=== design 1 ===
**src/rtl/atr_pkg.sv**
```systemverilog
// ============================================================================
// atr_pkg: shared sequencer state codes and register-map offsets for the ATR
// bank controller.  Revision: 1.0
// ============================================================================
`default_nettype none

package atr_pkg;

    localparam logic [1:0] RX_IDLE  = 2'd0;
    localparam logic [1:0] TX_DELAY = 2'd1;
    localparam logic [1:0] TX_ON    = 2'd2;
    localparam logic [1:0] RX_DELAY = 2'd3;

    localparam int OFF_CTL     = 0;
    localparam int OFF_TXD     = 1;
    localparam int OFF_RXD     = 2;
    localparam int OFF_BANK0   = 3;
    localparam int BANK_STRIDE = 4;
    localparam int OFF_IO      = 0;
    localparam int OFF_MASK    = 1;
    localparam int OFF_TXVAL   = 2;
    localparam int OFF_RXVAL   = 3;

    // 8-bit result so BASE_ADDR + window cannot alias back onto low addresses.
    function automatic logic [7:0] reg_addr(input logic [6:0] base, input int off);
        return 8'(int'(base) + off);
    endfunction

    function automatic logic [7:0] bank_addr(input logic [6:0] base, input int bank,
                                             input int off);
        return reg_addr(base, OFF_BANK0 + BANK_STRIDE * bank + off);
    endfunction

endpackage

`default_nettype wire

```
**src/rtl/atr_bank_ctrl_if.sv**
```systemverilog
// ============================================================================
// atr_bank_ctrl_if: serial settings bus (address, data, write strobe).
// Revision: 1.0
// ============================================================================
`default_nettype none

interface atr_bank_ctrl_if;

    logic [6:0]  serial_addr;
    logic [31:0] serial_data;
    logic        serial_strobe;

    modport master (
        output serial_addr,
        output serial_data,
        output serial_strobe
    );

    modport slave (
        input serial_addr,
        input serial_data,
        input serial_strobe
    );

endinterface

`default_nettype wire

```
**src/rtl/atr_sequencer.sv**
```systemverilog
// ============================================================================
// atr_sequencer: TX/RX delay state machine driven by tx_empty.
// Revision: 1.0
// ============================================================================
`default_nettype none

module atr_sequencer
    import atr_pkg::*;
#(
    parameter int DELAY_WIDTH = 12
) (
    input  wire logic                   clk,
    input  wire logic                   rst_n,
    input  wire logic                   ena,
    input  wire logic                   tx_empty,
    input  wire logic [DELAY_WIDTH-1:0] tx_delay,
    input  wire logic [DELAY_WIDTH-1:0] rx_delay,
    output logic                        transmit_now,
    output logic [1:0]                  state
);

    logic [DELAY_WIDTH-1:0] cnt;

    always_ff @(posedge clk or negedge rst_n) begin
        if (!rst_n) begin
            state        <= RX_IDLE;
            cnt          <= '0;
            transmit_now <= 1'b0;
        end else begin
            // Gated by ena so a disable drops transmit_now on the same edge
            // that returns the sequencer to RX_IDLE.
            transmit_now <= ena && ((state == TX_ON) || (state == RX_DELAY));

            if (!ena) begin
                state <= RX_IDLE;
            end else begin
                case (state)
                    RX_IDLE: begin
                        if (!tx_empty) begin
                            state <= TX_DELAY;
                            cnt   <= tx_delay;
                        end
                    end
                    TX_DELAY: begin
                        if (tx_empty) begin
                            state <= RX_IDLE;
                        end else if (cnt == '0) begin
                            state <= TX_ON;
                        end else begin
                            cnt <= cnt - 1'b1;
                        end
                    end
                    TX_ON: begin
                        if (tx_empty) begin
                            state <= RX_DELAY;
                            cnt   <= rx_delay;
                        end
                    end
                    RX_DELAY: begin
                        if (!tx_empty) begin
                            state <= TX_ON;
                        end else if (cnt == '0) begin
                            state <= RX_IDLE;
                        end else begin
                            cnt <= cnt - 1'b1;
                        end
                    end
                    default: state <= RX_IDLE;
                endcase
            end
        end
    end

endmodule

`default_nettype wire

```
**src/rtl/atr_bank_ctrl.sv**
```systemverilog
// ============================================================================
// atr_bank_ctrl: ATR register window, per-bank masked I/O registers and
// output muxing around the TX/RX delay sequencer.  Revision: 1.0
// ============================================================================
`default_nettype none

module atr_bank_ctrl
    import atr_pkg::*;
#(
    parameter int         NUM_BANKS   = 4,
    parameter int         IO_WIDTH    = 16,
    parameter int         DELAY_WIDTH = 12,
    parameter logic [6:0] BASE_ADDR   = 7'd48
) (
    input  wire logic                          master_clk,
    input  wire logic                          reset_n,
    atr_bank_ctrl_if.slave                     sbus,
    input  wire logic                          tx_empty,
    output logic [NUM_BANKS*IO_WIDTH-1:0]      io_out,
    output logic                               transmit_now,
    output logic [1:0]                         atr_state
);

    logic                   atr_ena;
    logic [DELAY_WIDTH-1:0] tx_delay;
    logic [DELAY_WIDTH-1:0] rx_delay;
    logic [7:0]             addr;

    assign addr = {1'b0, sbus.serial_addr};

    always_ff @(posedge master_clk or negedge reset_n) begin
        if (!reset_n) begin
            atr_ena  <= 1'b0;
            tx_delay <= '0;
            rx_delay <= '0;
        end else if (sbus.serial_strobe) begin
            if (addr == reg_addr(BASE_ADDR, OFF_CTL))
                atr_ena <= sbus.serial_data[0];
            if (addr == reg_addr(BASE_ADDR, OFF_TXD))
                tx_delay <= sbus.serial_data[DELAY_WIDTH-1:0];
            if (addr == reg_addr(BASE_ADDR, OFF_RXD))
                rx_delay <= sbus.serial_data[DELAY_WIDTH-1:0];
        end
    end

    atr_sequencer #(
        .DELAY_WIDTH (DELAY_WIDTH)
    ) u_seq (
        .clk          (master_clk),
        .rst_n        (reset_n),
        .ena          (atr_ena),
        .tx_empty     (tx_empty),
        .tx_delay     (tx_delay),
        .rx_delay     (rx_delay),
        .transmit_now (transmit_now),
        .state        (atr_state)
    );

    generate
        for (genvar b = 0; b < NUM_BANKS; b++) begin : g_bank
            logic [IO_WIDTH-1:0] io_reg;
            logic [IO_WIDTH-1:0] mask;
            logic [IO_WIDTH-1:0] txval;
            logic [IO_WIDTH-1:0] rxval;
            logic [IO_WIDTH-1:0] wmask;
            logic [IO_WIDTH-1:0] sel;
            logic [IO_WIDTH-1:0] m;
            logic [IO_WIDTH-1:0] bank_out;

            // Upper half of the data word selects which bits the lower half updates.
            assign wmask = sbus.serial_data[16 +: IO_WIDTH];

            always_ff @(posedge master_clk or negedge reset_n) begin
                if (!reset_n) begin
                    io_reg <= '0;
                    mask   <= '0;
                    txval  <= '0;
                    rxval  <= '0;
                end else if (sbus.serial_strobe) begin
                    if (addr == bank_addr(BASE_ADDR, b, OFF_IO))
                        io_reg <= (wmask & sbus.serial_data[IO_WIDTH-1:0]) | (~wmask & io_reg);
                    if (addr == bank_addr(BASE_ADDR, b, OFF_MASK))
                        mask <= sbus.serial_data[IO_WIDTH-1:0];
                    if (addr == bank_addr(BASE_ADDR, b, OFF_TXVAL))
                        txval <= sbus.serial_data[IO_WIDTH-1:0];
                    if (addr == bank_addr(BASE_ADDR, b, OFF_RXVAL))
                        rxval <= sbus.serial_data[IO_WIDTH-1:0];
                end
            end

            assign sel = transmit_now ? txval : rxval;
            assign m   = {IO_WIDTH{atr_ena}} & mask;

            always_ff @(posedge master_clk or negedge reset_n) begin
                if (!reset_n)
                    bank_out <= '0;
                else
                    bank_out <= (m & sel) | (~m & io_reg);
            end

            assign io_out[b*IO_WIDTH +: IO_WIDTH] = bank_out;
        end
    endgenerate

endmodule

`default_nettype wire

```
**src/flat_wrapper.sv**
```systemverilog
// flat-port wrapper written by rule: the top's interface ports become plain ports
module atr_bank_ctrl_flat import atr_pkg::*;
#(
    parameter int         NUM_BANKS   = 4,
    parameter int         IO_WIDTH    = 16,
    parameter int         DELAY_WIDTH = 12,
    parameter logic [6:0] BASE_ADDR   = 7'd48
)
  (master_clk, reset_n, tx_empty, io_out, transmit_now, atr_state, sbus_serial_addr, sbus_serial_data, sbus_serial_strobe);
  atr_bank_ctrl_if sbus_i ();
  input  wire logic master_clk;
  input  wire logic reset_n;
  input  wire logic tx_empty;
  output logic [NUM_BANKS*IO_WIDTH-1:0] io_out;
  output logic transmit_now;
  output logic [1:0] atr_state;
  input wire logic [$bits(sbus_i.serial_addr)-1:0] sbus_serial_addr;
  input wire logic [$bits(sbus_i.serial_data)-1:0] sbus_serial_data;
  input wire logic [$bits(sbus_i.serial_strobe)-1:0] sbus_serial_strobe;
  assign sbus_i.serial_addr = sbus_serial_addr;
  assign sbus_i.serial_data = sbus_serial_data;
  assign sbus_i.serial_strobe = sbus_serial_strobe;
  atr_bank_ctrl #(.NUM_BANKS(NUM_BANKS), .IO_WIDTH(IO_WIDTH), .DELAY_WIDTH(DELAY_WIDTH), .BASE_ADDR(BASE_ADDR)) u_core (.master_clk(master_clk), .reset_n(reset_n), .sbus(sbus_i), .tx_empty(tx_empty), .io_out(io_out), .transmit_now(transmit_now), .atr_state(atr_state));
endmodule
```
**config.mk**
```make
export PLATFORM = sky130hd
export DESIGN_NAME = atr_bank_ctrl_flat
export DESIGN_NICKNAME = d
export VERILOG_FILES = /design/src/rtl/atr_pkg.sv /design/src/rtl/atr_bank_ctrl_if.sv /design/src/rtl/atr_sequencer.sv /design/src/rtl/atr_bank_ctrl.sv /design/src/flat_wrapper.sv
export SDC_FILE = /design/constraint.sdc
export NUM_CORES = 1
export LEC_CHECK = 0
export CAP_MARGIN = 20
export CORE_MARGIN = 1
export CORE_UTILIZATION = 59
export CTS_CLUSTER_DIAMETER = 30
export DETAILED_ROUTE_END_ITERATION = 7
export PLACE_DENSITY = 0.87
export SYNTH_ARGS = -nofsm -noshare
export SYNTH_HDL_FRONTEND = slang
export SYNTH_SLANG_ARGS = --single-unit
```
**constraint.sdc**
```tcl
create_clock -name master_clk -period 2.7 [get_ports master_clk]
set_input_delay 0.54 -clock master_clk [delete_from_list [all_inputs] [get_ports master_clk]]
set_output_delay 0.54 -clock master_clk [all_outputs]
set_load 0.02 [all_outputs]
```
**Design 1: the clock network**

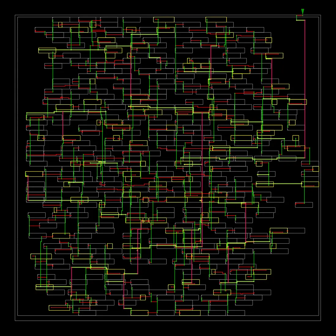
CTS sink count: 360
registers: 360

**Design 1: wiring by layer**

Only two layers are drawn.
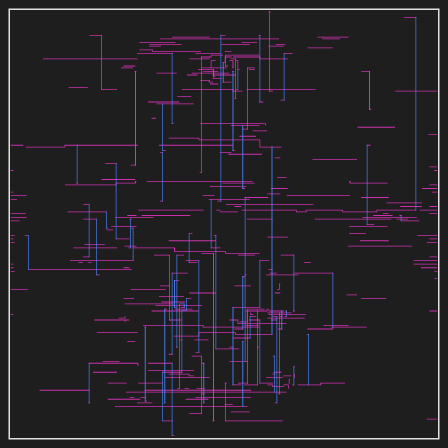
| layer | color | wire length |
|---|---|---|
| metal 3 | magenta | 2540 um |
| metal 4 | blue | 1630 um |
via count: 10.3k
drt wl/cell: 24.3 um

**Design 1: met4 routing**

Bar = 50 um.
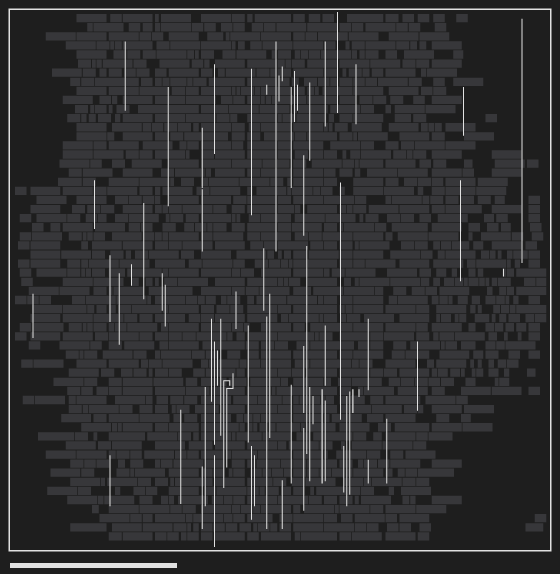
longest straight run: 72.8 um
wire length on this layer: 1630 um
main direction: vertical
nets with wire on the layer: 58
share of all routed wire: 4.1%
Routed Wire Length: 39500 um

==> CHANGELOG.md <==
### Metrics

- Outcome: finished clean
- Synthesized net count: 1144
- Worst hold start: u_core.g_bank[0].mask[0]
- DP HPWL: 20400 um
- Reg-to-reg slack, setup: ~0.5 ns
- Top cell area share: 60.0%
- Fin worst setup slack: 0.285 ns
- Comb area leader: multiplexers
- Total GRT Usage: 31.2%
- Placement Setup Slack: 0.155 ns
- Root Buffer: clkbuf_16
- Hold path depth: 1
- WHS: about 0.5 ns
- WP data required: roughly 2.2 ns
- Layout Utilization: 75.6%
- Vias in the first global route: between 10k and 15k
- Synthesized instance count: around 1.1k
- Max Freq: 414 MHz
- Clk pwr share: between 50% and 60%
- WP data arrival: approximately 1.9 ns
- Setup bufs post-CTS: 0
- Top power group: clock
- First-pass GRT wire length: 62600 um
- Max Root-Sink Buffers: 3
- Critical Path Start: u_core.u_seq.state[0]
- NonClk Buf Share: 8.48%
- # setup viols final: 0
- CP max-delay cell: clkdlybuf4s50_1
- Crit-path max FO: 33
- Library cells used by synthesis: 46
- Critical path depth: 2
- Busiest grt layer: met2
- Met2 wire len: 19500 um
- Worst Setup EP: atr_state[0]
- Clock buffer count: roughly 74
- Power, Total: approximately 0.016 W
- Finished layout cell area: 0.0190 mm^2
- Most frequent cells in the layout: 358 x dfrtp_1, 279 x mux2_2, 108 x clkdlybuf4s50_1
- Startpoint types: flop
- Synth flops: between 300 and 400
- Sequential cell area share: 47.5%
- Sw Ratio: 24.7%
- Ant diodes: 0

=== design 2 ===
**config.mk**
```make
export PLATFORM = sky130hd
export DESIGN_NAME = apb_slave_regfile
export DESIGN_NICKNAME = d
export VERILOG_FILES = /design/src/rtl/apb_slave_regfile_pkg.sv /design/src/rtl/apb_slave_regfile_mem.sv /design/src/rtl/apb_slave_regfile.sv
export SDC_FILE = /design/constraint.sdc
export NUM_CORES = 2
export LEC_CHECK = 0
export CORE_MARGIN = 2
export CORE_UTILIZATION = 65
export CTS_CLUSTER_SIZE = 25
export DETAILED_ROUTE_END_ITERATION = 8
export PLACE_DENSITY = 0.82
export SETUP_SLACK_MARGIN = 0.1
export SKIP_CTS_REPAIR_TIMING = 1
export SYNTH_ARGS = -nofsm -noshare
export SYNTH_HDL_FRONTEND = slang
export SYNTH_HIERARCHICAL = 1
export SYNTH_SLANG_ARGS = --single-unit
export TNS_END_PERCENT = 30
```
**constraint.sdc**
```tcl
create_clock -name clk -period 4.05 [get_ports clk]
set_input_delay 0.81 -clock clk [delete_from_list [all_inputs] [get_ports clk]]
set_output_delay 0.81 -clock clk [all_outputs]
set_load 0.01 [all_outputs]
```
**src/rtl/apb_slave_regfile_pkg.sv**
```systemverilog
// apb_slv_pkg: shared widths, FSM state type and address range helper for the APB register file
package apb_slv_pkg;
  localparam int APB_AWIDTH = 8;
  localparam int APB_DWIDTH = 32;
  typedef enum logic [1:0] {IDLE, WAIT, READY} apb_slv_state_t;
  function automatic logic in_range(input logic [31:0] a, input int unsigned d);
    return a < d;
  endfunction
endpackage

```
**src/rtl/apb_slave_regfile_mem.sv**
```systemverilog
// apb_slv_mem: DEPTH x DWIDTH word array, sync write and clear, combinational read
module apb_slv_mem #(
  parameter int DEPTH  = 64,
  parameter int DWIDTH = 32,
  parameter int IW     = 6
) (
  input  logic              clk,
  input  logic              rst,
  input  logic              we,
  input  logic [IW-1:0]     waddr,
  input  logic [IW-1:0]     raddr,
  input  logic [DWIDTH-1:0] wdata,
  output logic [DWIDTH-1:0] rdata
);
  logic [DWIDTH-1:0] mem [DEPTH];
  always_ff @(posedge clk)
    if (rst) for (int i = 0; i < DEPTH; i++) mem[i] <= '0;
    else if (we) mem[waddr] <= wdata;
  assign rdata = mem[raddr];
endmodule

```
**src/rtl/apb_slave_regfile.sv**
```systemverilog
// apb_slave_regfile: APB slave register file with programmable wait states.
// Define APB_SLVERR_EN to add the p_slverr output for out-of-range accesses.
module apb_slave_regfile
  import apb_slv_pkg::*;
#(
  parameter int AWIDTH      = APB_AWIDTH,
  parameter int DWIDTH      = APB_DWIDTH,
  parameter int DEPTH       = 64,
  parameter int WAIT_CYCLES = 2
) (
  input  logic              clk,
  input  logic              rst,
  input  logic              p_sel,
  input  logic              p_en,
  input  logic              p_write,
  input  logic [AWIDTH-1:0] addr,
  input  logic [DWIDTH-1:0] wdata,
  output logic [DWIDTH-1:0] rdata,
  output logic              p_ready
`ifdef APB_SLVERR_EN
  , output logic            p_slverr
`endif
);
  localparam int IW = DEPTH > 1 ? $clog2(DEPTH) : 1;
  apb_slv_state_t    state, state_n;
  logic [3:0]        cnt, cnt_n;
  logic [AWIDTH-1:0] addr_q, cur_addr;
  logic [DWIDTH-1:0] wdata_q, mem_rdata, rdata_n;
  logic              write_q, cur_write, capture, ok, ready_n, slverr_n, we;
  assign capture = state == IDLE && p_sel && !p_en;
  // With zero wait states READY is entered straight from IDLE, before the latches hold the request
  assign cur_addr  = state == IDLE ? addr : addr_q;
  assign cur_write = state == IDLE ? p_write : write_q;
  assign ok        = in_range(32'(cur_addr), DEPTH);
  assign we        = state == READY && p_sel && p_en && write_q && in_range(32'(addr_q), DEPTH);
  apb_slv_mem #(.DEPTH(DEPTH), .DWIDTH(DWIDTH), .IW(IW)) u_mem (
    .clk(clk), .rst(rst), .we(we),
    .waddr(addr_q[IW-1:0]), .raddr(cur_addr[IW-1:0]),
    .wdata(wdata_q), .rdata(mem_rdata)
  );
  always_ff @(posedge clk)
    if (rst) begin
      state   <= IDLE;
      cnt     <= '0;
      p_ready <= 1'b0;
      rdata   <= '0;
      addr_q  <= '0;
      write_q <= 1'b0;
      wdata_q <= '0;
`ifdef APB_SLVERR_EN
      p_slverr <= 1'b0;
`endif
    end else begin
      state   <= state_n;
      cnt     <= cnt_n;
      p_ready <= ready_n;
      rdata   <= rdata_n;
      if (capture) begin
        addr_q  <= addr;
        write_q <= p_write;
        wdata_q <= wdata;
      end
`ifdef APB_SLVERR_EN
      p_slverr <= slverr_n;
`endif
    end
  always_comb begin
    state_n = state;
    cnt_n   = cnt;
    case (state)
      IDLE:  if (capture) begin
               state_n = WAIT_CYCLES == 0 ? READY : WAIT;
               cnt_n   = 4'(WAIT_CYCLES == 0 ? 0 : WAIT_CYCLES - 1);
             end
      WAIT:  begin
               state_n = !p_sel ? IDLE : cnt == 0 ? READY : WAIT;
               cnt_n   = p_sel && cnt != 0 ? cnt - 4'd1 : cnt;
             end
      default: state_n = IDLE;
    endcase
  end
  always_comb begin
    ready_n  = state_n == READY;
    rdata_n  = ready_n && !cur_write && ok ? mem_rdata : '0;
    slverr_n = ready_n && !ok;
  end
`ifndef APB_SLVERR_EN
  logic unused_slverr;
  assign unused_slverr = slverr_n;
`endif
endmodule

```
**Design 2: wiring by layer**

Only two layers are drawn.
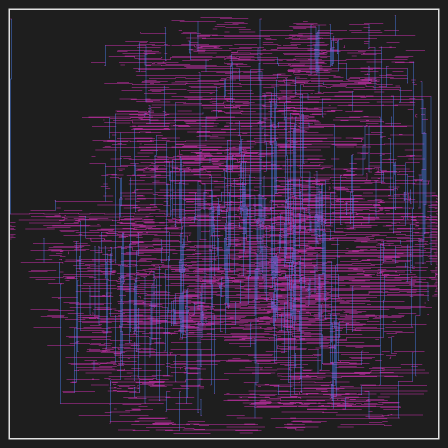
| layer | color | wire length |
|---|---|---|
| metal 3 | magenta | 48.3 mm |
| metal 4 | blue | 16700 um |
Routed Wire Length: 283000 um
Total GRT Usage: 38.0%

==> CHANGELOG.md <==
### Metrics

- Yosys stat area: between 0.09 and 0.1 mm^2
- XORs/XNORs by Area: 0%
- Final Skew: 0.0294 ns
- Placement Setup Slack: -0.584 ns
- Crit-path max FO: 12
- P_sw: roughly 0.011 W
- Vias/cell: 6.85
- Layout clock area frac: 5.86%
- Fin worst setup slack: -0.100 ns
- Kind of cell adding the most delay to the critical path: simple AND/OR/NAND/NOR gates
- Logic area: 0.0297 mm^2
- P&R area growth vs syn: 14.4%
- Critical R2R Capture: rdata[25]
- Flip-flops with a built-in enable: 2048
- Library cells used by synthesis: about 58
- # setup viols final: 2
- Largest area contributor in the netlist: edfxtp_1
- Worst flop-to-flop path startpoint: state[1]
- Most frequent logic cell in the layout: and2_1
- Int Pwr: 0.0369 W
- Vias in the first global route: a little under 60k
- Comb group: 0.00473 W
- YS warnings: 6
- Metal1 wirelength: around 90000 um
- First-pass GRT wire length: 404000 um
- Sequential share of power: 52.2%
- Critical path depth: 10
- WP data required: 4.81 ns
- Comb area leader: simple AND/OR/NAND/NOR gates
- Final Max-Slew Violation Tally: 0
- Clock Latency Late Sink: 0.86 ns
- Total Neg Setup Slack: -0.122 ns
- Basic Gates by Area: 16.1%
- Tmin final: 4.15 ns
- Crit path cell chain: nor2_4 > buf_4 > mux2_8 > buf_12 > nand2_1 > buf_4 > o22ai_1 > nor3_1 > o22a_1 > nor3b_1
- Met3 global-route usage: around 14%
- H-tree levels: 4
- Max-area cell class: registers
- Outcome: finished with violations
- Crit-path max cell delay: roughly 1.2 ns
- Failing checks: setup timing
- Post-synth top cells: 2050 x and2_1, 2048 x edfxtp_1, 515 x mux4_2, 482 x clkbuf_1, 125 x o22ai_1
- Slew at the pin closest to its max-slew limit: 1.45 ns
- Sequential area share after synthesis: 66.3%
- Max Freq: 241 MHz

=== design 3 ===
### src/rtl/ram_arbiter2.sv
// Two-requester arbiter sharing one negedge-clocked 64x8 RAM.
// One access is accepted per cycle; read data returns to its requester one cycle later.
module ram_arbiter2 #(
  parameter int AW        = 6,
  parameter int DW        = 8,
  parameter int PRIO_MODE = 0
) (
  input  logic          clk,
  input  logic          reset,
  input  logic          req0,
  input  logic          we0,
  input  logic [AW-1:0] addr0,
  input  logic [DW-1:0] wdata0,
  output logic          gnt0,
  output logic          rvalid0,
  output logic [DW-1:0] rdata0,
  input  logic          req1,
  input  logic          we1,
  input  logic [AW-1:0] addr1,
  input  logic [DW-1:0] wdata1,
  output logic          gnt1,
  output logic          rvalid1,
  output logic [DW-1:0] rdata1,
  output logic          mem_rw,
  output logic [AW-1:0] mem_addr,
  output logic [DW-1:0] mem_din,
  input  logic [DW-1:0] mem_dout
);

  logic          mem_rw_q,   mem_rw_d;
  logic [AW-1:0] mem_addr_q, mem_addr_d;
  logic [DW-1:0] mem_din_q,  mem_din_d;
  logic          rr_last_q,  rr_last_d;
  logic          pend_rd_q,  pend_rd_d;
  logic          pend_id_q,  pend_id_d;
  logic          rvalid0_q,  rvalid0_d;
  logic          rvalid1_q,  rvalid1_d;
  logic [DW-1:0] rdata0_q,   rdata0_d;
  logic [DW-1:0] rdata1_q,   rdata1_d;

  logic          any_gnt_s;
  logic          sel_id_s;
  logic          sel_we_s;
  logic [AW-1:0] sel_addr_s;
  logic [DW-1:0] sel_wdata_s;

  // Grant decision: ties go to the requester that did not win last, unless fixed priority.
  always_comb begin
    gnt0 = 1'b0;
    gnt1 = 1'b0;
    if (!reset) begin
      gnt0 = 1'b0;
      gnt1 = 1'b0;
    end else if (req0 && req1) begin
      if (PRIO_MODE != 0) begin
        gnt0 = 1'b1;
      end else if (rr_last_q) begin
        gnt0 = 1'b1;
      end else begin
        gnt1 = 1'b1;
      end
    end else begin
      gnt0 = req0;
      gnt1 = req1;
    end
  end

  // Mux the winning requester's command.
  always_comb begin
    any_gnt_s   = gnt0 | gnt1;
    sel_id_s    = 1'b0;
    sel_we_s    = 1'b0;
    sel_addr_s  = {AW{1'b0}};
    sel_wdata_s = {DW{1'b0}};
    if (gnt1) begin
      sel_id_s    = 1'b1;
      sel_we_s    = we1;
      sel_addr_s  = addr1;
      sel_wdata_s = wdata1;
    end else begin
      sel_id_s    = 1'b0;
      sel_we_s    = we0;
      sel_addr_s  = addr0;
      sel_wdata_s = wdata0;
    end
  end

  // Next-state: RAM command, arbitration history and read response routing.
  always_comb begin
    mem_rw_d   = 1'b0;
    mem_addr_d = mem_addr_q;
    mem_din_d  = mem_din_q;
    rr_last_d  = rr_last_q;
    pend_rd_d  = 1'b0;
    pend_id_d  = pend_id_q;
    rvalid0_d  = 1'b0;
    rvalid1_d  = 1'b0;
    rdata0_d   = rdata0_q;
    rdata1_d   = rdata1_q;

    if (any_gnt_s) begin
      mem_rw_d   = sel_we_s;
      mem_addr_d = sel_addr_s;
      if (sel_we_s) begin
        mem_din_d = sel_wdata_s;
      end else begin
        mem_din_d = mem_din_q;
      end
      rr_last_d = sel_id_s;
      pend_rd_d = ~sel_we_s;
      pend_id_d = sel_id_s;
    end else begin
      // Idle: the RAM re-reads the held address and that result is ignored.
      mem_rw_d  = 1'b0;
      pend_rd_d = 1'b0;
    end

    if (pend_rd_q) begin
      if (pend_id_q) begin
        rvalid1_d = 1'b1;
        rdata1_d  = mem_dout;
      end else begin
        rvalid0_d = 1'b1;
        rdata0_d  = mem_dout;
      end
    end else begin
      rvalid0_d = 1'b0;
      rvalid1_d = 1'b0;
    end
  end

  // State registers; reset drops any access in flight.
  always_ff @(posedge clk or negedge reset) begin
    if (!reset) begin
      mem_rw_q   <= 1'b0;
      mem_addr_q <= {AW{1'b0}};
      mem_din_q  <= {DW{1'b0}};
      rr_last_q  <= 1'b1;
      pend_rd_q  <= 1'b0;
      pend_id_q  <= 1'b0;
      rvalid0_q  <= 1'b0;
      rvalid1_q  <= 1'b0;
      rdata0_q   <= {DW{1'b0}};
      rdata1_q   <= {DW{1'b0}};
    end else begin
      mem_rw_q   <= mem_rw_d;
      mem_addr_q <= mem_addr_d;
      mem_din_q  <= mem_din_d;
      rr_last_q  <= rr_last_d;
      pend_rd_q  <= pend_rd_d;
      pend_id_q  <= pend_id_d;
      rvalid0_q  <= rvalid0_d;
      rvalid1_q  <= rvalid1_d;
      rdata0_q   <= rdata0_d;
      rdata1_q   <= rdata1_d;
    end
  end

  assign mem_rw   = mem_rw_q;
  assign mem_addr = mem_addr_q;
  assign mem_din  = mem_din_q;
  assign rvalid0  = rvalid0_q;
  assign rvalid1  = rvalid1_q;
  assign rdata0   = rdata0_q;
  assign rdata1   = rdata1_q;

endmodule

### config.mk
export PLATFORM = sky130hd
export DESIGN_NAME = ram_arbiter2
export DESIGN_NICKNAME = d
export VERILOG_FILES = /design/src/rtl/ram_arbiter2.sv
export SDC_FILE = /design/constraint.sdc
export NUM_CORES = 1
export LEC_CHECK = 0
export ABC_CLOCK_PERIOD_IN_PS = 2050
export CAP_MARGIN = 10
export CORE_MARGIN = 2
export CORE_UTILIZATION = 39
export CTS_CLUSTER_DIAMETER = 200
export DETAILED_ROUTE_END_ITERATION = 8
export MAX_ROUTING_LAYER = met4
export PLACE_DENSITY = 0.79
export SYNTH_ARGS = -nofsm -noshare
export SYNTH_HDL_FRONTEND = slang
export SYNTH_SLANG_ARGS = --single-unit
### constraint.sdc
create_clock -name clk -period 2.05 [get_ports clk]
set_input_delay 0.41 -clock clk [delete_from_list [all_inputs] [get_ports clk]]
set_output_delay 0.41 -clock clk [all_outputs]
set_load 0.005 [all_outputs]
**Design 3: metal 2**

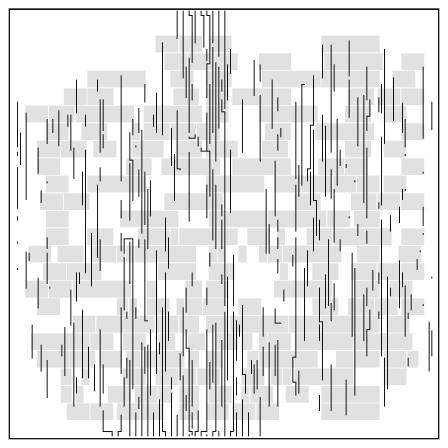
longest straight run: 30.1 um
nets with wire on the layer: 212
via count: 1145
Routed Wire Length: 3460 um
met2 global-route usage: 29.1%

**Design 3: wiring by layer**

Only two layers are drawn.
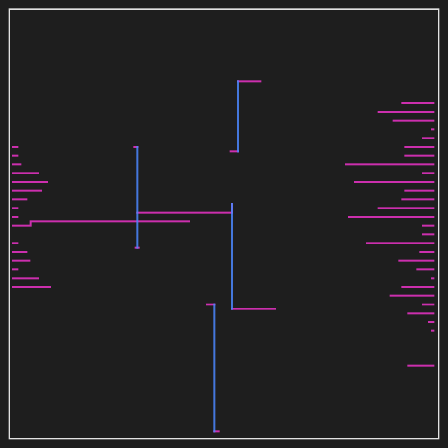
| layer | color | wire length |
|---|---|---|
| metal 3 | magenta | 227 um |
| metal 4 | blue | 62.6 um |
Total GRT Usage: 17.4%
drt wl/cell: 14.3 um

==> CHANGELOG.md <==
### Metrics

- Tool warnings: 26
- Met3 global-route usage: 4.73%
- Int Pwr: approximately 0.0016 W
- Synthesized net count: 150
- Vias in the first global route: 1255
- Worst Setup End Kind: primary output
- Comb group: 0.000677 W
- Filler Cell Count: 287
- Worst-path clk slew: about 0.070 ns
- Outcome: finished clean
- Power Sequential: 0.000969 W
- Crit path cell chain: nand2_2 > nand3_4 > inv_1 > clkdlybuf4s50_1
- Largest area contributor in the netlist: dfrtp_1
- Slew at the pin closest to its max-slew limit: 0.420 ns
- Inverters: 4
- Core Box Area: 0.00372 mm^2
- Buf+Inv Stages, Crit Path: 2
- DP HPWL: roughly 2800 um
- Busiest grt layer: met2
- Most frequent cells in the layout: 72 x clkdlybuf4s50_1, 35 x dfrtp_1, 32 x mux2_2
- Most frequent logic cell in the layout: clkdlybuf4s50_1
- Post-synth top cells: 35 x dfrtp_1, 32 x mux2_2, 11 x nand2_1, 7 x o21ai_0, 6 x mux2i_1
- Max-area cell class: registers
- Layout Utilization: approximately 66%
- Non-clk bufs: 82
- TritonCTS clock tree: done
- Yosys adder share: 0%
- Combinational power share: 32.3%
- Cells in synth_stat.txt: 108
- WP data arrival: 1.49 ns
- Critical path depth: 4
- Placement Setup Slack: -0.0503 ns
- Reg-to-reg slack, setup: 0.39 ns
- Crit-path max FO: 3
- DRT Pass-1 Iters: 2
- GR Overflow Total: 0
- Io pins: between 70 and 80
- Post-CTS Hold Buffers: 0
**Design 3: drive-strength map**

Bar = 20 um.
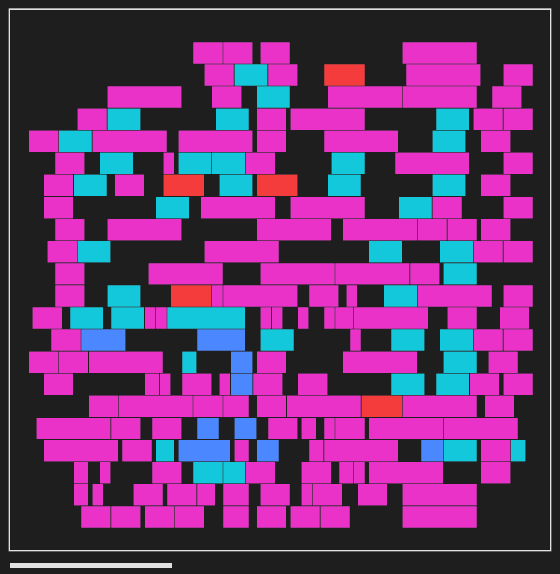
| size | color | cells |
|---|---|---|
| _3 and _4 cells | blue | 9 |
| _6 and larger | red | 5 |
| _2 cells | cyan | 38 |
| _0 and _1 cells | magenta | 142 |
fin worst setup slack: 0.154 ns
finished layout cell area: 0.00244 mm^2
P&R area growth vs syn: 60.1%


Power and IR drop assume default switching activity.
